# ---- block 1 ----
Block 1, routed metal, one color a layer:
Scale: 1 px per um.
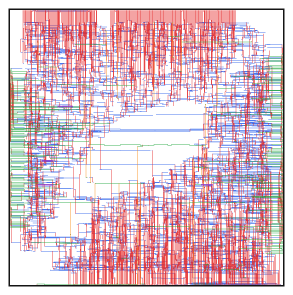
Block 1, track usage over the die:
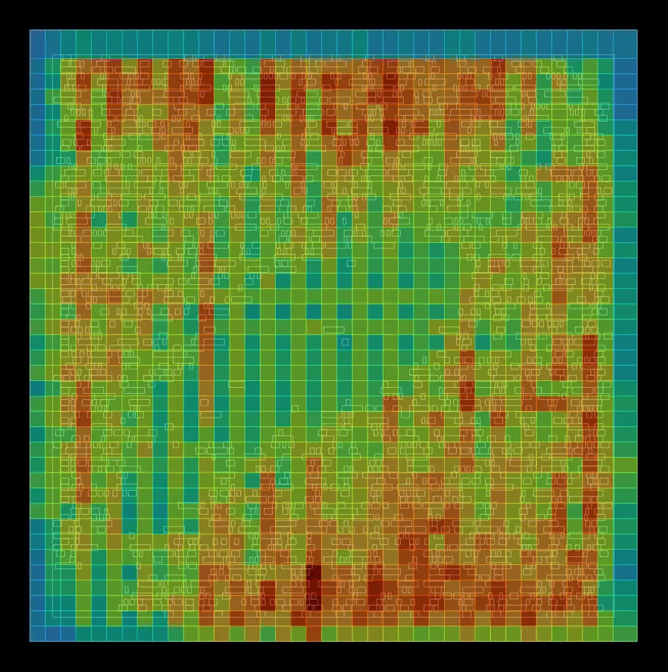
<file path="config.mk">
export PLATFORM = sky130hd
export DESIGN_NAME = mem_bus_arbiter
export DESIGN_NICKNAME = d
export VERILOG_FILES = /design/src/rtl/mem_bus_arbiter.sv
export SDC_FILE = /design/constraint.sdc
export NUM_CORES = 1
export LEC_CHECK = 0
export ABC_AREA = 1
export CAP_MARGIN = 20
export CELL_PAD_IN_SITES_DETAIL_PLACEMENT = 1
export CELL_PAD_IN_SITES_GLOBAL_PLACEMENT = 1
export CORE_AREA = 10 10 263 265
export DETAILED_ROUTE_END_ITERATION = 12
export DIE_AREA = 0 0 273 275
export PLACE_DENSITY_LB_ADDON = 0.1
export SLEW_MARGIN = 10
export SYNTH_ARGS = -nofsm -noshare
export SYNTH_HDL_FRONTEND = slang
export SYNTH_SLANG_ARGS = --single-unit
</file>
<file path="constraint.sdc">
create_clock -name clk_i -period 25.1 [get_ports clk_i]
set_clock_uncertainty 0.15 [all_clocks]
set_input_delay 5.02 -clock clk_i [delete_from_list [all_inputs] [get_ports clk_i]]
set_output_delay 5.02 -clock clk_i [all_outputs]
set_load 0.02 [all_outputs]
</file>
<file path="src/rtl/mem_bus_arbiter.sv">
// Round-robin arbiter sharing one line-wide memory bus among NUM_MASTERS requesters.
// Define MEM_BUS_ARB_TIMEOUT_EN to build the BUSY watchdog (TIMEOUT_CYCLES).
module mem_bus_arbiter #(
  parameter int BUS_ADDRESS_WIDTH    = 20,
  parameter int BUS_DATA_WIDTH_SHIFT = 4,
  parameter int NUM_MASTERS          = 2,
  parameter int TIMEOUT_CYCLES       = 1023
) (
  input  logic clk_i,
  input  logic rst_i,
  input  logic [NUM_MASTERS-1:0] m_req_i,
  input  logic [NUM_MASTERS-1:0] m_we_i,
  input  logic [NUM_MASTERS*(BUS_ADDRESS_WIDTH-BUS_DATA_WIDTH_SHIFT)-1:0] m_addr_i,
  input  logic [NUM_MASTERS*(2**BUS_DATA_WIDTH_SHIFT)*8-1:0] m_data_i,
  output logic [NUM_MASTERS-1:0] m_grant_o,
  output logic [NUM_MASTERS-1:0] m_valid_o,
  output logic m_err_o,
  output logic [(2**BUS_DATA_WIDTH_SHIFT)*8-1:0] m_data_o,
  output logic bus_req_o,
  output logic [BUS_ADDRESS_WIDTH-BUS_DATA_WIDTH_SHIFT-1:0] bus_addr_o,
  output logic [(2**BUS_DATA_WIDTH_SHIFT)*8-1:0] bus_data_o,
  output logic bus_we_o,
  input  logic [(2**BUS_DATA_WIDTH_SHIFT)*8-1:0] bus_data_i,
  input  logic bus_valid_i
);

  localparam int LW = BUS_ADDRESS_WIDTH - BUS_DATA_WIDTH_SHIFT;
  localparam int DW = (2**BUS_DATA_WIDTH_SHIFT) * 8;
  localparam int N  = NUM_MASTERS;
  localparam int IW = $clog2(NUM_MASTERS);

  typedef enum logic [1:0] {
    IDLE,
    BUSY,
    DONE
  } state_t;

  state_t state;
  logic [IW-1:0] ptr;
  logic [IW-1:0] win;
  logic [IW-1:0] pick;
  logic found;
  logic any_req;
  logic timeout;
  int idx;

  assign any_req = |m_req_i;

  // First requester at or after ptr, wrapping modulo N.
  always_comb begin
    pick  = '0;
    found = 1'b0;
    idx   = 0;
    for (int i = 0; i < N; i++) begin
      idx = (int'(ptr) + i) % N;
      if (!found && m_req_i[idx[IW-1:0]]) begin
        found = 1'b1;
        pick  = idx[IW-1:0];
      end
    end
  end

`ifdef MEM_BUS_ARB_TIMEOUT_EN
  localparam int CW = $clog2(TIMEOUT_CYCLES + 1);
  logic [CW-1:0] cnt;
  assign timeout = (state == BUSY) &&
                   (cnt == CW'(TIMEOUT_CYCLES - 1));
`else
  logic unused_timeout_cfg;
  assign unused_timeout_cfg = ^TIMEOUT_CYCLES;
  assign timeout = 1'b0;
`endif

  always_ff @(posedge clk_i or posedge rst_i) begin
    if (rst_i) begin
      state      <= IDLE;
      ptr        <= '0;
      win        <= '0;
      m_grant_o  <= '0;
      m_valid_o  <= '0;
      m_err_o    <= 1'b0;
      m_data_o   <= '0;
      bus_req_o  <= 1'b0;
      bus_addr_o <= '0;
      bus_data_o <= '0;
      bus_we_o   <= 1'b0;
`ifdef MEM_BUS_ARB_TIMEOUT_EN
      cnt        <= '0;
`endif
    end else begin
      unique case (state)
        IDLE: begin
          if (any_req) begin
            state      <= BUSY;
            win        <= pick;
            ptr        <= (int'(pick) == N - 1) ? '0 : pick + 1'b1;
            m_grant_o  <= '0;
            m_grant_o[pick] <= 1'b1;
            bus_req_o  <= 1'b1;
            bus_we_o   <= m_we_i[pick];
            bus_addr_o <= m_addr_i[int'(pick)*LW +: LW];
            bus_data_o <= m_data_i[int'(pick)*DW +: DW];
`ifdef MEM_BUS_ARB_TIMEOUT_EN
            cnt        <= '0;
`endif
          end
        end
        BUSY: begin
          // A real completion beats a timeout landing in the same cycle.
          if (bus_valid_i || timeout) begin
            state     <= DONE;
            bus_req_o <= 1'b0;
            m_valid_o <= '0;
            m_valid_o[win] <= 1'b1;
            m_err_o   <= !bus_valid_i;
            m_data_o  <= bus_valid_i ? bus_data_i : '0;
          end
`ifdef MEM_BUS_ARB_TIMEOUT_EN
          else begin
            cnt <= cnt + 1'b1;
          end
`endif
        end
        DONE: begin
          state     <= IDLE;
          m_valid_o <= '0;
          m_err_o   <= 1'b0;
          m_grant_o <= '0;
        end
        default: state <= IDLE;
      endcase
    end
  end

endmodule

</file>
==> impl_metrics.yaml <==
# implementation run metrics
logic_synthesis:
  synth_area_mm2: 0.0121
  yosysSeqAreaShare: 0.584
  synth-main-ff-cell: "dfrtp_1"
  synth_warnings: 0
  largest_area_cell: "dfrtp_1"
  ys_types: 17
  numSynthFlops: 283
  syn_nets: 1827
  synth-compound-area-share: 0.00268
  logic_family: "simple AND/OR/NAND/NOR gates"
  most_common_cell: "nand2_1"
  adder_share: 0
  yosys-stat-cells: 1404
pwr:
  power.density_mw_per_mm2: 132
  total_power_mw: 2.78
  top_power_group: "combinational cells"
  switching_share: 0.435
  p_leak_nw: 9.26
  ir_worst_vdd_mv: 0.0532
  p_clk_frac: 0.197
  p_sw_mw: 1.21
  p_int_mw: 1.57
sta:
  timing.setup.tns_ns: 0
  finalCritPeriodShare: 0.324
  fmax_mhz: 123
  setup_ws_ns: 16.96
  rsz0062_at_grt: "false"
  slew-limit-headroom: 0.284
  hold_slack_ns: 0.316
  worstMarginPinSlew_ns: 1.07
  final-max-slew-violation-count: 0
worst_setup_path:
  crit_buf_inv: 2
  r2r-start: "state[0]"
  worstPathArrival_ns: 8.46
  worst_r2r_path_depth: 7
  cp_top_family: "simple AND/OR/NAND/NOR gates"
run:
  drv_cap: 0
global_routing:
  grt_pass1_wl_um: 107000
  grt_util_met3: 0.0629
  grt_max_degree: 144
  grt-ovfl-total: 0
place:
  place.gp.congestion: 0.821
  dp_hpwl_um: 54800
  dpl.cell_count: 2849
  post_dp_cell_area_mm2: 0.0198
route:
  wl_met3_um: 5530
  drtPass1Iterations: 5
cts:
  cts_tree: "done"
  root_buffer: "clkbuf_16"
  postCtsHoldBufs: 0
  path_clk_slew_ns: 0.06
die:
  core_area_mm2: 0.0639
  rows: 93
  die_area_mm2: 0.0751
  die_w_um: 273
  io_pins: 702
finish:
  finalNonFillerCells: 2928
  top_regs: "bus_data_o (128), m_data_o (128), bus_addr_o (16)"
hold_path:
  hold_end: "m_valid_o[0]"
  min_path_cells: 1
status:
  status: "finished, final reports clean"
About 'routed metal, one color a layer' of block 1:
| color | layer | wire length |
|---|---|---|
| red | metal 2 | 39.7 mm |
| orange | metal 4 | 1240 um |
| blue | metal 1 | 29.1 mm |
| green | metal 3 | 5530 um |
| purple | metal 5 | 68.1 um |
total vias in the final route: 13082
final wirelength: 75600 um
Routed wire per std cell: 25.8 um

About 'track usage over the die' of block 1:
GR Util met1: 0.215
GRT busiest layer: met2
Finished Core Util: 0.330
overall routing resource usage: 0.192
met2 GRT Util: 0.351

==> cell usage in the layout, fill, tap and decap left out, drive strengths merged, types with 9 or more instances in the layout <==
cell	n
clkinv	9
dfrtp	283
clkbuf	58
clkdlybuf4s50	700
diode	9
inv	9
nand2	539
nand3	294
buf	14
nand4	145
==> area by class of cell <==
class                           instances  area (um^2)
Multi-Input combinational cell        990         4510
Inverter                                7         35.0
Sequential cell                       283         7080
Clock inverter                         12         73.8
Antenna cell                            9         22.5
Fill cell                            7307        42800
Timing Repair Buffer                  714         7120
Tap cell                              855         1070
Clock buffer                           58         1160
==> how the worst max path moves through the flow <==
| stage | startpoint | endpoint | slack, ns | cells past startpoint |
|---|---|---|---|---|
| after global routing | m_req_i[0] | bus_data_o[39] | 16.72 | 6 |
| final | m_req_i[0] | bus_data_o[56] | 16.96 | 6 |
| after global placement | m_req_i[0] | bus_data_o[84] | 16.32 | 6 |
| after detailed placement | m_req_i[0] | bus_data_o[49] | 16.32 | 6 |
| after floorplan | rst_i | bus_addr_o[0] | 12.12 | 1 |
| after CTS | m_req_i[0] | bus_data_o[49] | 16.91 | 6 |

# ---- block 2 ----
Block 2, routed metal, one color a layer:
Scale: 3 px per um.
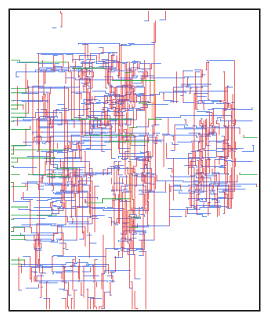
Block 2, track usage over the die:
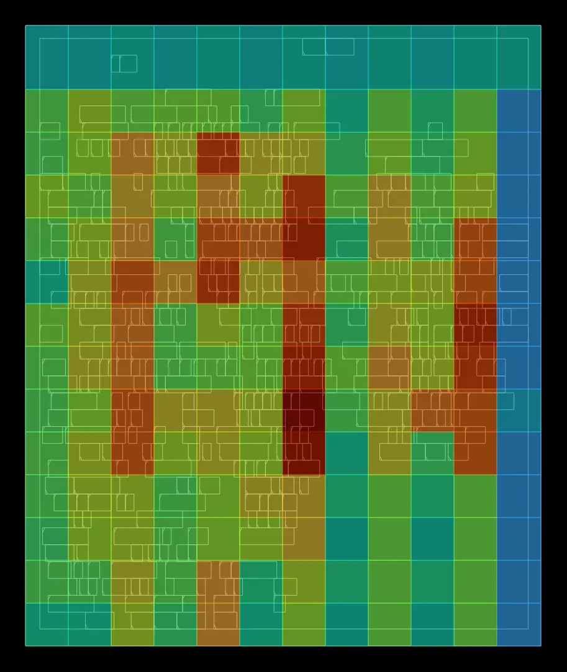
Block 2, where the registers sit:
Scale: 3 px per um. Other sequential cells in the stronger gray, the rest of the logic in the fainter gray.
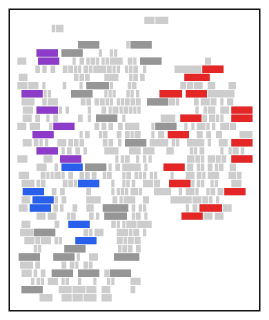
--- src/rtl/spi_reg_bridge.sv ---
// rtl/spi_reg_bridge.sv - SPI byte stream to register bus bridge with idle timeout abort
// Define SPI_REG_BRIDGE_AUTOINC_EN to advance the address after every register strobe.
module spi_reg_bridge #(
  parameter int TIMEOUT_CYCLES = 27000,
  parameter int TIMEOUT_WIDTH  = 15
) (
  input  logic       clk,
  input  logic       rst,
  input  logic [7:0] rx_data,
  input  logic       rx_valid,
  output logic       rx_ready,
  output logic [7:0] tx_data,
  output logic       tx_valid,
  input  logic       tx_ready,
  output logic [6:0] reg_addr,
  output logic [7:0] reg_wdata,
  output logic       reg_we,
  output logic       reg_re,
  input  logic [7:0] reg_rdata,
  output logic       busy,
  output logic       timeout_pulse
);

  localparam logic [2:0] S_IDLE     = 3'd0;
  localparam logic [2:0] S_LEN      = 3'd1;
  localparam logic [2:0] S_WDATA    = 3'd2;
  localparam logic [2:0] S_RSTROBE  = 3'd3;
  localparam logic [2:0] S_RCAPTURE = 3'd4;
  localparam logic [2:0] S_RSEND    = 3'd5;

  logic [2:0]               state_q, state_d;
  logic                     rw_q, rw_d;
  logic [6:0]               addr_q, addr_d;
  logic [7:0]               cnt_q, cnt_d;
  logic [7:0]               wdata_q, wdata_d;
  logic                     we_q, we_d;
  logic [7:0]               txd_q, txd_d;
  logic [TIMEOUT_WIDTH-1:0] tmo_q, tmo_d;
  logic                     tpulse_q, tpulse_d;
  logic                     rx_xfer, tx_xfer, expired;

  assign rx_ready      = 1'b1;
  assign rx_xfer       = rx_valid && rx_ready;
  assign tx_valid      = (state_q == S_RSEND);
  assign tx_xfer       = tx_valid && tx_ready;
  assign reg_re        = (state_q == S_RSTROBE);
  assign reg_we        = we_q;
  assign reg_addr      = addr_q;
  assign reg_wdata     = wdata_q;
  assign tx_data       = txd_q;
  assign busy          = (state_q != S_IDLE);
  assign timeout_pulse = tpulse_q;

  // Any handshake in the expiry cycle keeps the transaction alive.
  assign expired = busy && (tmo_q == TIMEOUT_WIDTH'(TIMEOUT_CYCLES - 1)) && !rx_xfer && !tx_xfer;

  always_comb begin
    state_d  = state_q;
    rw_d     = rw_q;
    addr_d   = addr_q;
    cnt_d    = cnt_q;
    wdata_d  = wdata_q;
    we_d     = 1'b0;
    txd_d    = txd_q;
    tpulse_d = 1'b0;

    if (state_q == S_IDLE || rx_xfer || tx_xfer) begin
      tmo_d = '0;
    end else begin
      tmo_d = tmo_q + TIMEOUT_WIDTH'(1);
    end

`ifdef SPI_REG_BRIDGE_AUTOINC_EN
    // The address moves only after its strobe cycle so reg_addr is valid alongside the strobe.
    if (we_q || reg_re) begin
      addr_d = addr_q + 7'd1;
    end
`endif

    case (state_q)
      S_IDLE: begin
        if (rx_xfer) begin
          rw_d    = rx_data[7];
          addr_d  = rx_data[6:0];
          state_d = S_LEN;
        end
      end
      S_LEN: begin
        if (rx_xfer) begin
          cnt_d = rx_data;
          if (rx_data == 8'd0) begin
            state_d = S_IDLE;
          end else if (rw_q) begin
            state_d = S_WDATA;
          end else begin
            state_d = S_RSTROBE;
          end
        end
      end
      S_WDATA: begin
        if (rx_xfer) begin
          we_d    = 1'b1;
          wdata_d = rx_data;
          cnt_d   = cnt_q - 8'd1;
          if (cnt_q == 8'd1) begin
            state_d = S_IDLE;
          end
        end
      end
      S_RSTROBE: begin
        state_d = S_RCAPTURE;
      end
      S_RCAPTURE: begin
        txd_d   = reg_rdata;
        state_d = S_RSEND;
      end
      S_RSEND: begin
        if (tx_xfer) begin
          cnt_d   = cnt_q - 8'd1;
          state_d = (cnt_q == 8'd1) ? S_IDLE : S_RSTROBE;
        end
      end
      default: begin
        state_d = S_IDLE;
      end
    endcase

    if (expired) begin
      state_d  = S_IDLE;
      tmo_d    = '0;
      tpulse_d = 1'b1;
    end
  end

  always_ff @(posedge clk) begin
    if (rst) begin
      state_q  <= S_IDLE;
      rw_q     <= 1'b0;
      addr_q   <= 7'd0;
      cnt_q    <= 8'd0;
      wdata_q  <= 8'd0;
      we_q     <= 1'b0;
      txd_q    <= 8'd0;
      tmo_q    <= '0;
      tpulse_q <= 1'b0;
    end else begin
      state_q  <= state_d;
      rw_q     <= rw_d;
      addr_q   <= addr_d;
      cnt_q    <= cnt_d;
      wdata_q  <= wdata_d;
      we_q     <= we_d;
      txd_q    <= txd_d;
      tmo_q    <= tmo_d;
      tpulse_q <= tpulse_d;
    end
  end

endmodule

--- config.mk ---
export PLATFORM = sky130hd
export DESIGN_NAME = spi_reg_bridge
export DESIGN_NICKNAME = d
export VERILOG_FILES = /design/src/rtl/spi_reg_bridge.sv
export SDC_FILE = /design/constraint.sdc
export NUM_CORES = 1
export LEC_CHECK = 0
export ABC_AREA = 1
export CAP_MARGIN = 20
export CORE_AREA = 2 2 81 98
export CTS_BUF_LIST = sky130_fd_sc_hd__clkbuf_4 sky130_fd_sc_hd__clkbuf_8 sky130_fd_sc_hd__clkbuf_16
export DETAILED_ROUTE_END_ITERATION = 16
export DIE_AREA = 0 0 83 100
export GPL_TIMING_DRIVEN = 0
export SYNTH_ARGS = -nofsm -noshare
export SYNTH_HDL_FRONTEND = slang
export SYNTH_SLANG_ARGS = --single-unit
--- constraint.sdc ---
create_clock -name clk -period 1.5 [get_ports clk]
set_input_delay 0.3 -clock clk [delete_from_list [all_inputs] [get_ports clk]]
set_output_delay 0.3 -clock clk [all_outputs]
set_load 0.01 [all_outputs]
==> impl_metrics.yaml <==
# implementation run metrics
logic_synthesis:
  synth.area.mux_share: 0
  syn_nets: 376
  adder_share: 0.0150
  yosys_area_mm2: 0.00250
  synth-edff-count: 0
  post-synth-top-area-fraction: 0.417
  synth_cells: 353
  yosys-top-cells-area: "dfxtp_1, nor2_1, o21ai_0"
  most_common_cell: "nor2_1"
  synth-main-ff-cell: "dfxtp_1"
  logic_family: "simple AND/OR/NAND/NOR gates"
  synthTopCellsByCount: "nor2_1, dfxtp_1, nand2_1"
  ys_async_sr_fraction: 0
  numSynthFlops: 52
  ys_types: 25
finish:
  top_register: "tmo_q"
  diodes: 0
  lay_top_count: "nor2_1"
run:
  drv_cap: 0
  warning_count: 29
global_routing:
  grt_pass1_wl_um: 10200
  grt-ovfl-total: 0
  grt_util_met3: 0.0321
  grt_pass1_vias: 2364
  antenna_found_initial: 0
sta:
  finClkSkew_ns: 0.00392
  finalCritPeriodShare: 0.978
  setup_violations: 0
  fmax_mhz: 682
worst_setup_path:
  path_class: "reg2reg"
  worst_setup_path_end_kind: "flop"
  timing.rr.end: "tmo_q[2]"
  worst_r2r_path_depth: 9
  r2r-start: "tmo_q[0]"
  r2r_slack_ns: 0.03
  worstPathArrival_ns: 1.68
  critPathMaxFanout: 6
  endpoint: "tmo_q[2]"
pwr:
  p_clk_frac: 0.193
  comb_cell_power_mw: 1.87
  total_power_mw: 4.56
  switching_share: 0.398
  combPwrFrac: 0.411
  pwr-share-seq: 0.397
  p_sw_mw: 1.81
  clk-power_mw: 0.877
  powerSeq_mw: 1.81
die:
  initial_utilization: 0.334
  rows: 35
  core_area_mm2: 0.00749
  io_pins: 49
  die_area_mm2: 0.00830
  die_w_um: 83
cts:
  cts_sinks: 52
  clk_latency_ns: 0.31
  h-tree-depth: 2
  cts_buffers: 5
  clockBufferDepth: 2
  cts_resized: 37
  postCtsHoldBufs: 0
place:
  dp_hpwl_um: 4340
  port_buffers: 47
status:
  status: "finished, final reports clean"
route:
  vias_per_cell: 4.66
  drtPass1Iterations: 4
  drcViolationCount: 0
hold_path:
  min_from: "reg_addr[4]"
About 'routed metal, one color a layer' of block 2:
| color | layer | wire length |
|---|---|---|
| blue | metal 1 | 2710 um |
| red | metal 2 | 3100 um |
| orange | metal 4 | 47.2 um |
| green | metal 3 | 286 um |
final wirelength: 6150 um
Routed wire per std cell: 12.1 um
total vias in the final route: 2373
overall routing resource usage: 0.148

About 'track usage over the die' of block 2:
met2 GRT Util: 0.270
GRT busiest layer: met2
Finished Core Util: 0.446
GR Util met1: 0.173

About 'where the registers sit' of block 2:
| color | signal | flops |
|---|---|---|
| blue | `reg_addr` | 7 |
| purple | `reg_wdata` | 8 |
| red | `tmo_q` | 15 |
not colored: 22

## worst max-delay path, cell delays in order, from the launching register on
cell and delay, ns:
dfxtp_4 0.38, ha_4 0.14, nand2_1 0.08, nor3_1 0.14, nand2_1 0.09, nor2_2 0.13
nand2_2 0.10, nand3_4 0.13, clkbuf_16 0.17, nor2_2 0.03
## final cells by class
type / count / area, um^2
Fill cell: 779 / 4150
Multi-Input combinational cell: 246 / 1280
Sequential cell: 52 / 1060
Timing Repair Buffer: 56 / 551
Inverter: 48 / 185
Tap cell: 92 / 115
Clock buffer: 7 / 90.1
Buffer: 7 / 52.6
Clock inverter: 1 / 7.51
## per-stage QoR
step / worst slack [ns] / instances / cell area (um^2) / TNS [ns] / hold WS [ns]
after global routing: -0.0461 / 509 / 3340 / -0.375 / 0.469
after CTS: -0.0139 / 501 / 3190 / -0.0198 / 0.430
after detailed placement: -0.273 / 492 / 3080 / -11.12 / 0.438
after floorplan: 0.0997 / 353 / 2500 / 0 / 0.369
after global placement: -0.250 / 492 / 3080 / -10.31 / 0.439
final: 0.0328 / 509 / 3340 / 0 / 0.449
## routing by layer
layer	vias to the layer above	wire, um
met4	0	47
met1	1075	2710
met2	57	3100
met3	5	286
met5	-	0
li1	1236	-

# ---- block 3 ----
## config.mk

```make
export PLATFORM = sky130hd
export DESIGN_NAME = vga_timing_ctrl
export DESIGN_NICKNAME = d
export VERILOG_FILES = /design/src/rtl/vga_timing_pkg.sv /design/src/rtl/vga_delay_line.sv /design/src/rtl/vga_timing_ctrl.sv
export SDC_FILE = /design/constraint.sdc
export NUM_CORES = 1
export LEC_CHECK = 0
export ABC_AREA = 1
export CAP_MARGIN = 20
export CORE_ASPECT_RATIO = 0.7
export CORE_MARGIN = 5
export CORE_UTILIZATION = 55
export DETAILED_ROUTE_END_ITERATION = 8
export MAX_ROUTING_LAYER = met4
export PLACE_DENSITY = 0.79
export RECOVER_POWER = 50
export SKIP_CTS_REPAIR_TIMING = 1
export SLEW_MARGIN = 20
export SYNTH_ARGS = -nofsm -noshare
export SYNTH_HDL_FRONTEND = slang
export SYNTH_SLANG_ARGS = --single-unit
```

## constraint.sdc

```tcl
create_clock -name iCLK -period 4.45 [get_ports iCLK]
set_clock_uncertainty 0.1 [all_clocks]
set_input_delay 0.6675 -clock iCLK [delete_from_list [all_inputs] [get_ports iCLK]]
set_output_delay 0.6675 -clock iCLK [all_outputs]
set_load 0.1 [all_outputs]
```

## src/rtl/vga_timing_pkg.sv

```systemverilog
// Shared VGA timing constants, pipeline flag bundle and total-period helper.
package vga_timing_pkg;

  localparam int unsigned VGA640_H_ACT   = 640;
  localparam int unsigned VGA640_H_FRONT = 16;
  localparam int unsigned VGA640_H_SYNC  = 96;
  localparam int unsigned VGA640_H_BACK  = 48;
  localparam int unsigned VGA640_V_ACT   = 480;
  localparam int unsigned VGA640_V_FRONT = 10;
  localparam int unsigned VGA640_V_SYNC  = 2;
  localparam int unsigned VGA640_V_BACK  = 33;

  typedef struct packed {
    logic        hs;
    logic        vs;
    logic        act;
    logic        shown;
    logic [15:0] x;
    logic [15:0] y;
  } vga_flags_t;

  function automatic int unsigned calc_total(int unsigned sync, int unsigned back,
                                             int unsigned act, int unsigned front);
    return sync + back + act + front;
  endfunction

endpackage

```

## src/rtl/vga_delay_line.sv

```systemverilog
// Enable-gated shift register; output is the input delayed by DEPTH enabled cycles.
module vga_delay_line #(
  parameter int unsigned WIDTH = 1,
  parameter int unsigned DEPTH = 1
) (
  input  logic             clk_i,
  input  logic             rst_ni,
  input  logic             en_i,
  input  logic [WIDTH-1:0] d_i,
  output logic [WIDTH-1:0] q_o
);

  logic [DEPTH-1:0][WIDTH-1:0] stage_q;

  always_ff @(posedge clk_i or negedge rst_ni) begin
    if (!rst_ni) begin
      stage_q <= '0;
    end else if (en_i) begin
      stage_q[0] <= d_i;
      for (int i = 1; i < DEPTH; i++) begin
        stage_q[i] <= stage_q[i-1];
      end
    end
  end

  assign q_o = stage_q[DEPTH-1];

endmodule

```

## src/rtl/vga_timing_ctrl.sv

```systemverilog
// VGA timing generator with FIFO read scheduling so returned pixels land on active positions.
module vga_timing_ctrl
  import vga_timing_pkg::*;
#(
  parameter int unsigned CW      = 8,
  parameter int unsigned H_ACT   = VGA640_H_ACT,
  parameter int unsigned H_FRONT = VGA640_H_FRONT,
  parameter int unsigned H_SYNC  = VGA640_H_SYNC,
  parameter int unsigned H_BACK  = VGA640_H_BACK,
  parameter int unsigned V_ACT   = VGA640_V_ACT,
  parameter int unsigned V_FRONT = VGA640_V_FRONT,
  parameter int unsigned V_SYNC  = VGA640_V_SYNC,
  parameter int unsigned V_BACK  = VGA640_V_BACK,
  parameter bit          HS_POL  = 1'b0,
  parameter bit          VS_POL  = 1'b0,
  parameter int unsigned RD_LEAD = 2,
  parameter int unsigned V_SKIP  = 9
) (
  input  logic          iCLK,
  input  logic          iRST_N,
  input  logic          iEN,
  input  logic [CW-1:0] iRed,
  input  logic [CW-1:0] iGreen,
  input  logic [CW-1:0] iBlue,
  output logic          READ_Request,
  output logic [CW-1:0] oVGA_R,
  output logic [CW-1:0] oVGA_G,
  output logic [CW-1:0] oVGA_B,
  output logic          oVGA_H_SYNC,
  output logic          oVGA_V_SYNC,
  output logic          oVGA_BLANK_N,
  output logic          oVGA_CLOCK,
  output logic [15:0]   oX,
  output logic [15:0]   oY,
  output logic          oFrame_Start
);

  localparam int unsigned H_TOT = calc_total(H_SYNC, H_BACK, H_ACT, H_FRONT);
  localparam int unsigned V_TOT = calc_total(V_SYNC, V_BACK, V_ACT, V_FRONT);
  localparam int unsigned H_ST  = H_SYNC + H_BACK;
  localparam int unsigned V_ST  = V_SYNC + V_BACK;

  if (H_TOT > 65535 || V_TOT > 65535) begin : g_bad_total
    $error("vga_timing_ctrl: H_TOT/V_TOT exceed 16-bit counter range");
  end
  if (RD_LEAD < 1 || RD_LEAD > 8) begin : g_bad_lead
    $error("vga_timing_ctrl: RD_LEAD must be 1..8");
  end

  logic [15:0] hc_q, hc_d, vc_q, vc_d;
  logic        rd_q;
  logic        h_act, v_act, skip_ok;
  logic [15:0] v_line;
  vga_flags_t  flags_s0, flags_dl;

  always_comb begin
    hc_d = hc_q + 16'd1;
    vc_d = vc_q;
    if (hc_q == 16'(H_TOT - 1)) begin
      hc_d = '0;
      vc_d = (vc_q == 16'(V_TOT - 1)) ? '0 : vc_q + 16'd1;
    end
  end

  always_ff @(posedge iCLK or negedge iRST_N) begin
    if (!iRST_N) begin
      hc_q <= '0;
      vc_q <= '0;
    end else if (iEN) begin
      hc_q <= hc_d;
      vc_q <= vc_d;
    end
  end

  assign v_line = vc_q - 16'(V_ST);

  // A zero skip would make the line compare constant-true.
  if (V_SKIP == 0) begin : g_no_skip
    assign skip_ok = 1'b1;
  end else begin : g_skip
    assign skip_ok = (v_line >= 16'(V_SKIP));
  end

  always_comb begin
    h_act          = (hc_q >= 16'(H_ST)) && (hc_q < 16'(H_ST + H_ACT));
    v_act          = (vc_q >= 16'(V_ST)) && (vc_q < 16'(V_ST + V_ACT));
    flags_s0       = '0;
    flags_s0.hs    = (hc_q < 16'(H_SYNC));
    flags_s0.vs    = (vc_q < 16'(V_SYNC));
    flags_s0.act   = h_act && v_act;
    flags_s0.shown = h_act && v_act && skip_ok;
    if (h_act && v_act) begin
      flags_s0.x = hc_q - 16'(H_ST);
      flags_s0.y = v_line;
    end
  end

  always_ff @(posedge iCLK or negedge iRST_N) begin
    if (!iRST_N) begin
      rd_q <= 1'b0;
    end else if (iEN) begin
      rd_q <= flags_s0.shown;
    end
  end

  // A stalled cycle must not consume a FIFO word.
  assign READ_Request = rd_q & iEN;

  vga_delay_line #(
    .WIDTH ($bits(vga_flags_t)),
    .DEPTH (RD_LEAD)
  ) u_delay (
    .clk_i  (iCLK),
    .rst_ni (iRST_N),
    .en_i   (iEN),
    .d_i    (flags_s0),
    .q_o    (flags_dl)
  );

  always_ff @(posedge iCLK or negedge iRST_N) begin
    if (!iRST_N) begin
      oVGA_R       <= '0;
      oVGA_G       <= '0;
      oVGA_B       <= '0;
      oVGA_H_SYNC  <= ~HS_POL;
      oVGA_V_SYNC  <= ~VS_POL;
      oVGA_BLANK_N <= 1'b0;
      oX           <= '0;
      oY           <= '0;
      oFrame_Start <= 1'b0;
    end else if (iEN) begin
      oVGA_R       <= flags_dl.shown ? iRed   : '0;
      oVGA_G       <= flags_dl.shown ? iGreen : '0;
      oVGA_B       <= flags_dl.shown ? iBlue  : '0;
      oVGA_H_SYNC  <= flags_dl.hs ~^ HS_POL;
      oVGA_V_SYNC  <= flags_dl.vs ~^ VS_POL;
      oVGA_BLANK_N <= flags_dl.act;
      oX           <= flags_dl.x;
      oY           <= flags_dl.y;
      oFrame_Start <= flags_dl.act && (flags_dl.x == '0) && (flags_dl.y == '0);
    end
  end

  assign oVGA_CLOCK = iCLK;

endmodule

```

Block 3, track usage over the die:
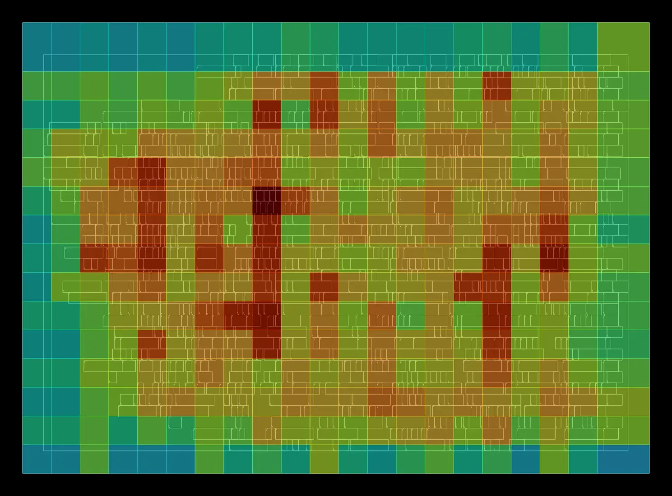
overall routing resource usage: 0.239
GR Util met1: 0.355
Finished Core Util: 0.689

==> impl_metrics.yaml <==
# implementation run metrics
global_routing:
  grt-ovfl-total: 0
  grt_max_degree: 122
  grt.met2_usage: 0.338
  grt_pass1_wl_um: 30300
place:
  place_ws_ns: 0.518
logic_synthesis:
  numSynthFlops: 164
  synth-edff-count: 0
  synth.cellmix.simpleShare: 0.305
  adder_share: 0.0148
  synthXorXnorAreaFrac: 0.0346
  synth.avg_cell_area_um2: 8.36
  synth_warnings: 0
  logic_family: "simple AND/OR/NAND/NOR gates"
  yosysSeqAreaShare: 0.540
sta:
  final-max-slew-violation-count: 175
  finalHoldViolations: 0
  rsz0062_at_grt: "false"
  setup_ws_ns: 0.255
worst_setup_path:
  cp_top_family: "buffers and inverters"
  worst_r2r_path_depth: 7
  crit_path_frequent_cell: "clkbuf_16"
  critPathMaxStageDelay_ns: 0.95
  worstPathRequired_ns: 3.68
  endpoint: "oVGA_CLOCK"
  crit_buf_inv: 3
  path_cells: "clkbuf_16 > clkbuf_16 > clkdlybuf4s50_1"
  cp-startpoint: "iCLK"
  r2r-start: "vc_q[0]"
route:
  vias: 6303
  drtPass1Iterations: 5
  wl_per_cell_um: 15.0
  vias_per_cell: 5.33
  ant_nets: 0
  drcViolationCount: 0
cts:
  clk_latency_ns: 0.54
hold_path:
  min_path_type: "reg2reg"
  min_from: "u_delay.q_o[34]"
  min_path_cells: 1
pwr:
  p_leak_nw: 4.72
  ir_worst_vdd_mv: 0.382
finish:
  final_cell_mix: "nand2_1, dfrtp_1, clkdlybuf4s50_1"
  drive_gt1_frac: 0.0782
  diodes: 0
die:
  die_area_mm2: 0.0163
  core_area_mm2: 0.0134
run:
  drv_cap: 2
  warning_count: 37
status:
  status: "finished with violations"
  violations: "capacitance limit, slew limit"
Block 3, where the registers sit:
Scale: 2 px per um. Other sequential cells in the stronger gray, the rest of the logic in the fainter gray.
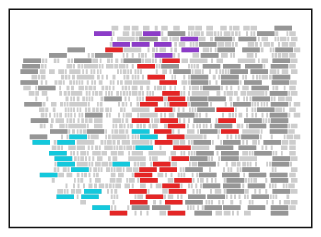
| color | signal | flops |
|---|---|---|
| red | `u_delay.stage_q` | 36 |
| cyan | `hc_q` | 16 |
| purple | `oVGA_B` | 8 |
not colored: 104
flop share of the area: 0.446
seq pwr: 1.58 mW
Reg area: 0.00411 mm^2

[where the power goes]
part | switching [mW] | total [mW] | internal, mW
Clock | 0.765 | 1.65 | 0.884
Sequential | 0.0524 | 1.58 | 1.53
Combinational | 0.265 | 0.375 | 0.109
[area by class of cell]
| type | instances | area [um^2] |
|---|---|---|
| Clock buffer | 22 | 514 |
| Clock inverter | 14 | 163 |
| Fill cell | 1045 | 4160 |
| Inverter | 61 | 231 |
| Multi-Input combinational cell | 645 | 3080 |
| Sequential cell | 164 | 4110 |
| Tap cell | 185 | 231 |
| Timing Repair Buffer | 91 | 877 |
[cells in the mapped netlist (all sizes together), types with 8 or more instances]
cell    count  area share
nor4       11      0.0091
nand2     379        0.19
xor2       28       0.032
a21oi       8      0.0063
nand4      17       0.016
nor3       21       0.016
buf        14       0.012
ha          9       0.015
nor2       47       0.028
o21ai      49       0.042
inv        60       0.030
nand3      68       0.045
clkbuf     25       0.012
dfrtp     162        0.53
[routing by layer]
| metal | vias to the layer above | wire length (um) |
|---|---|---|
| met5 | - | 0 |
| met4 | 0 | 178 |
| met3 | 20 | 1170 |
| met2 | 229 | 7840 |
| met1 | 3009 | 8550 |
| li1 | 3045 | - |

# ---- block 4 ----
Block 4, met3 routing:
Scale: 3 px per um.
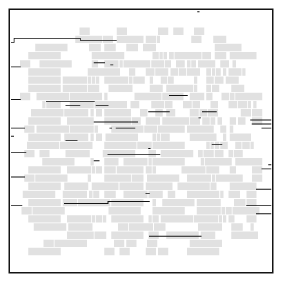
Block 4, routed metal, one color a layer:
Scale: 3 px per um.
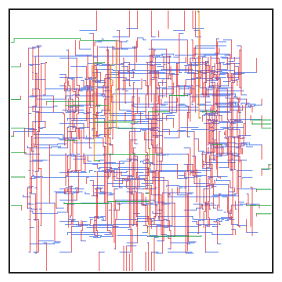
### config.mk
export PLATFORM = sky130hd
export DESIGN_NAME = ms_cmd_master
export DESIGN_NICKNAME = d
export VERILOG_FILES = /design/src/rtl/ms_pkg.sv /design/src/rtl/ms_cmd_fifo.sv /design/src/rtl/ms_cmd_master.sv
export SDC_FILE = /design/constraint.sdc
export NUM_CORES = 1
export LEC_CHECK = 0
export CORE_MARGIN = 3
export CORE_UTILIZATION = 55
export CTS_BUF_LIST = sky130_fd_sc_hd__clkbuf_8
export CTS_CLUSTER_DIAMETER = 200
export CTS_CLUSTER_SIZE = 8
export DETAILED_ROUTE_END_ITERATION = 7
export PLACE_DENSITY = 0.76
export SLEW_MARGIN = 20
export SYNTH_ARGS = -nofsm -noshare
export SYNTH_HDL_FRONTEND = slang
export SYNTH_SLANG_ARGS = --single-unit
### constraint.sdc
create_clock -name clk -period 3.53 [get_ports clk]
set_input_delay 0.706 -clock clk [delete_from_list [all_inputs] [get_ports clk]]
set_output_delay 0.706 -clock clk [all_outputs]
set_load 0.01 [all_outputs]
### src/rtl/ms_pkg.sv
// Shared types for the ms_if command master: command record, master FSM states
// and default bus widths.
package ms_pkg;

  localparam int MS_ADDR_W = 4;
  localparam int MS_DATA_W = 8;

  typedef struct packed {
    logic [MS_ADDR_W-1:0] addr;
    logic [MS_DATA_W-1:0] data;
  } ms_cmd_t;

  typedef enum logic [1:0] {
    IDLE,
    SEND,
    DROP
  } ms_mst_state_e;

endpackage

### src/rtl/ms_cmd_fifo.sv
// Synchronous command FIFO. Pointers carry one extra wrap bit so that full and
// empty are distinguishable. The entry behind the head is exposed for back-to-back issue.
module ms_cmd_fifo
  import ms_pkg::*;
#(
  parameter int  DEPTH = 4,
  parameter type T     = ms_cmd_t
) (
  input  logic                   clk,
  input  logic                   rst,
  input  logic                   push_i,
  input  logic                   pop_i,
  input  T                       data_i,
  output T                       head_o,
  output T                       second_o,
  output logic                   full_o,
  output logic                   empty_o,
  output logic [$clog2(DEPTH):0] level_o
);

  localparam int AW = $clog2(DEPTH);

  T             mem_q [DEPTH];
  logic [AW:0]  wrPtr_q;
  logic [AW:0]  rdPtr_q;
  logic [AW-1:0] rdNext;
  logic         doPush;
  logic         doPop;

  assign full_o  = (wrPtr_q[AW] != rdPtr_q[AW]) && (wrPtr_q[AW-1:0] == rdPtr_q[AW-1:0]);
  assign empty_o = (wrPtr_q == rdPtr_q);
  assign level_o = wrPtr_q - rdPtr_q;
  assign doPush  = push_i && !full_o;
  assign doPop   = pop_i && !empty_o;
  assign rdNext  = rdPtr_q[AW-1:0] + 1'b1;

  assign head_o   = mem_q[rdPtr_q[AW-1:0]];
  assign second_o = mem_q[rdNext];

  always_ff @(posedge clk or posedge rst) begin
    if (rst) begin
      wrPtr_q <= '0;
      rdPtr_q <= '0;
    end else begin
      if (doPush) wrPtr_q <= wrPtr_q + 1'b1;
      if (doPop)  rdPtr_q <= rdPtr_q + 1'b1;
    end
  end

  always_ff @(posedge clk) begin
    if (doPush) mem_q[wrPtr_q[AW-1:0]] <= data_i;
  end

endmodule

### src/rtl/ms_cmd_master.sv
// Command master for the ms_if register slave: queues write commands, issues
// them with sready back-pressure, and drops a command stalled past TIMEOUT.
module ms_cmd_master
  import ms_pkg::*;
#(
  parameter int DEPTH   = 4,
  parameter int ADDR_W  = MS_ADDR_W,
  parameter int DATA_W  = MS_DATA_W,
  parameter int TIMEOUT = 15
) (
  input  logic                   clk,
  input  logic                   rst,
  input  logic                   cmd_valid,
  output logic                   cmd_ready,
  input  logic [ADDR_W-1:0]      cmd_addr,
  input  logic [DATA_W-1:0]      cmd_data,
  output logic                   m_valid,
  output logic [ADDR_W-1:0]      m_addr,
  output logic [DATA_W-1:0]      m_data,
  input  logic                   m_sready,
  output logic                   busy,
  output logic [$clog2(DEPTH):0] level,
  output logic                   err
);

  localparam int LW   = $clog2(DEPTH) + 1;
  localparam int WD_W = (TIMEOUT > 0) ? $clog2(TIMEOUT + 1) : 1;
  localparam logic [WD_W-1:0] WD_MAX = WD_W'(TIMEOUT);

  typedef struct packed {
    logic [ADDR_W-1:0] addr;
    logic [DATA_W-1:0] data;
  } cmd_t;

  ms_mst_state_e     state_q, state_d;
  logic              mValid_q, mValid_d;
  logic [ADDR_W-1:0] mAddr_q, mAddr_d;
  logic [DATA_W-1:0] mData_q, mData_d;
  logic              err_q, err_d;
  logic [WD_W-1:0]   wd_q, wd_d;
  logic              pop;
  logic              full;
  logic              empty;
  logic              wdHit;
  logic              moreQueued;
  cmd_t              head;
  cmd_t              second;
  cmd_t              pushCmd;

  assign pushCmd = '{addr: cmd_addr, data: cmd_data};

  ms_cmd_fifo #(
    .DEPTH (DEPTH),
    .T     (cmd_t)
  ) uFifo (
    .clk      (clk),
    .rst      (rst),
    .push_i   (cmd_valid),
    .pop_i    (pop),
    .data_i   (pushCmd),
    .head_o   (head),
    .second_o (second),
    .full_o   (full),
    .empty_o  (empty),
    .level_o  (level)
  );

  // The presented command stays in the FIFO until it retires, so a follow-on
  // command exists only when at least two entries are queued.
  assign moreQueued = (level > LW'(1));
  assign wdHit      = (TIMEOUT != 0) && (wd_q == WD_MAX);

  always_comb begin
    state_d  = state_q;
    mValid_d = mValid_q;
    mAddr_d  = mAddr_q;
    mData_d  = mData_q;
    wd_d     = wd_q;
    err_d    = 1'b0;
    pop      = 1'b0;
    unique case (state_q)
      IDLE: begin
        if (!empty) begin
          state_d  = SEND;
          mValid_d = 1'b1;
          mAddr_d  = head.addr;
          mData_d  = head.data;
          wd_d     = '0;
        end
      end
      SEND: begin
        if (m_sready) begin
          pop = 1'b1;
          if (moreQueued) begin
            mAddr_d = second.addr;
            mData_d = second.data;
            wd_d    = '0;
          end else begin
            state_d  = IDLE;
            mValid_d = 1'b0;
            mAddr_d  = '0;
            mData_d  = '0;
          end
        end else if (wdHit) begin
          state_d  = DROP;
          mValid_d = 1'b0;
          mAddr_d  = '0;
          mData_d  = '0;
          err_d    = 1'b1;
        end else if (wd_q != WD_MAX) begin
          wd_d = wd_q + 1'b1;
        end
      end
      DROP: begin
        pop = 1'b1;
        if (moreQueued) begin
          state_d  = SEND;
          mValid_d = 1'b1;
          mAddr_d  = second.addr;
          mData_d  = second.data;
          wd_d     = '0;
        end else begin
          state_d = IDLE;
        end
      end
      default: state_d = IDLE;
    endcase
  end

  always_ff @(posedge clk or posedge rst) begin
    if (rst) begin
      state_q  <= IDLE;
      mValid_q <= 1'b0;
      mAddr_q  <= '0;
      mData_q  <= '0;
      err_q    <= 1'b0;
      wd_q     <= '0;
    end else begin
      state_q  <= state_d;
      mValid_q <= mValid_d;
      mAddr_q  <= mAddr_d;
      mData_q  <= mData_d;
      err_q    <= err_d;
      wd_q     <= wd_d;
    end
  end

  assign cmd_ready = !full;
  assign m_valid   = mValid_q;
  assign m_addr    = mAddr_q;
  assign m_data    = mData_q;
  assign err       = err_q;
  assign busy      = (level != '0) || mValid_q;

endmodule
==> impl_metrics.yaml <==
# implementation run metrics
global_routing:
  grt-ovfl-total: 0
  top_usage_layer: "met2"
  grt_max_degree: 27
  grt_util_met3: 0.0634
  grt_pass1_vias: 2208
die:
  die_area_mm2: 0.00762
  rows: 28
pwr:
  power.density_mw_per_mm2: 938
status:
  status: "finished, final reports clean"
finish:
  synthToLayoutAreaGrowth_pct: 16.9
  finalNonFillerCells: 360
sta:
  fmax_mhz: 321
  hold_slack_ns: 0.493
  finalHoldViolations: 0
worst_setup_path:
  critPathMaxFanout: 5
  path_cells: "inv_1 > ha_1 > fa_1 > xor3_2 > nor2_2 > nand3_1 > clkdlybuf4s50_1"
  timing.rr.end: "m_addr[3]"
cts:
  cts_resized: 0
route:
  drtIter0Drc: 83
logic_synthesis:
  ys_async_sr_fraction: 0.351
  adder_share: 0.0468
About 'met3 routing' of block 4:
longest straight run: 22.1 um
main direction: horizontal

About 'routed metal, one color a layer' of block 4:
| color | layer | wire length |
|---|---|---|
| red | metal 2 | 3490 um |
| green | metal 3 | 239 um |
| blue | metal 1 | 2680 um |
| orange | metal 4 | 164 um |

[layer usage]
metal / share of wire / up-vias
met5: 0 / -
met2: 0.53 / 43
met4: 0.025 / 0
met1: 0.41 / 1046
li1: - / 979
met3: 0.036 / 16
[layout make-up]
type,instances,area [um^2]
clock buffer,9,124
fill,435,1910
tap,75,93.8
inverter,38,143
sequential,74,2090
clock inverter,7,67.6
multi-input combinational,117,1350
timing repair buffer,40,385
[synthesized netlist by cell type (2+ instances only)]
cell type	instances
edfxtp_1	48
inv_1	38
dfrtp_1	26
mux4_2	24
ha_1	12
o22ai_1	12
mux2_1	9
mux2_2	5
nand3_1	5
and2_1	4
buf_2	4
nor2_1	4
a211o_1	3
clkbuf_1	3
nand2_1	3
xnor2_1	3
xor2_1	3
a211oi_1	2
a21oi_1	2
nor3b_1	2
nor4_1	2
o211ai_1	2
o21ai_0	2
[worst reg2reg max path: stages (launching register included)]
cell      delay [ns]
dfrtp_1         0.38
inv_1           0.11
ha_1            0.21
fa_1            0.37
xor3_2          0.30
o311ai_2        0.55
buf_4           0.29
o22ai_1         0.13
mux2_2          0.32


==> notes/layouts.md <==
Pictures saved along the way, in no particular order.

Clock network drawn from the DEF.
shot_01.png
Scale: 4 px per um.
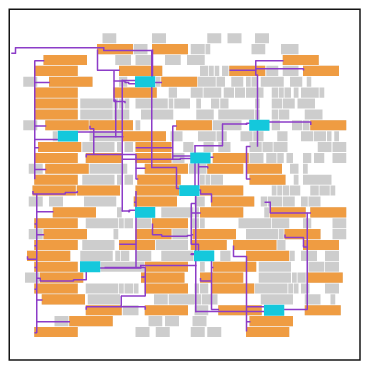
shot_02.png
Scale: 2 px per um.
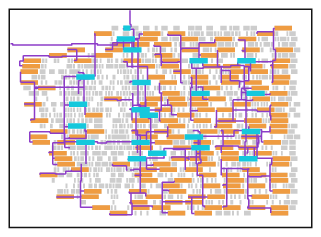
shot_03.png
Scale: 1.5 px per um.
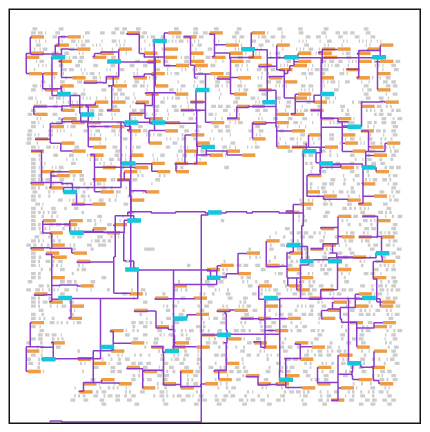
shot_04.png
Scale: 4 px per um.
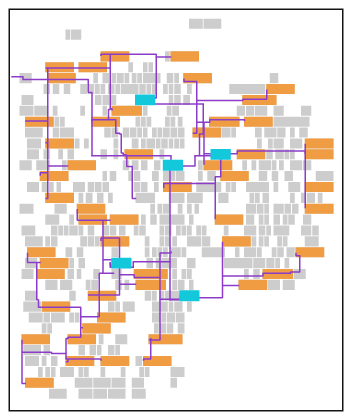
block 2 -> shot_04.png
block 1 -> shot_03.png
block 4 -> shot_01.png
block 3 -> shot_02.png
- most sequential cells: shot_03.png
- fewest sequential cells: shot_04.png


==> screenshots <==
Met3 routing.
(a)
Scale: 1 px per um.
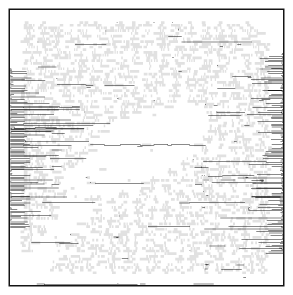
(b)
Scale: 3 px per um.
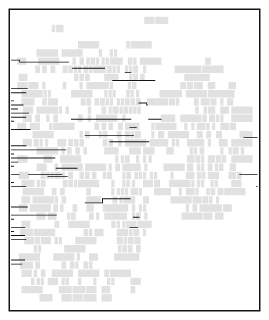
(c)
Scale: 2 px per um.
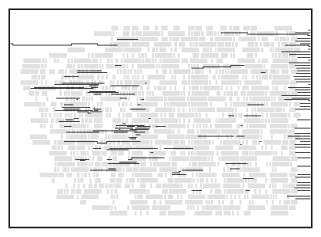
- largest die: (a)
- smallest die: (b)
For block 3, see (c).
For block 1, see (a).
For block 2, see (b).

Power and IR drop assume default switching activity.
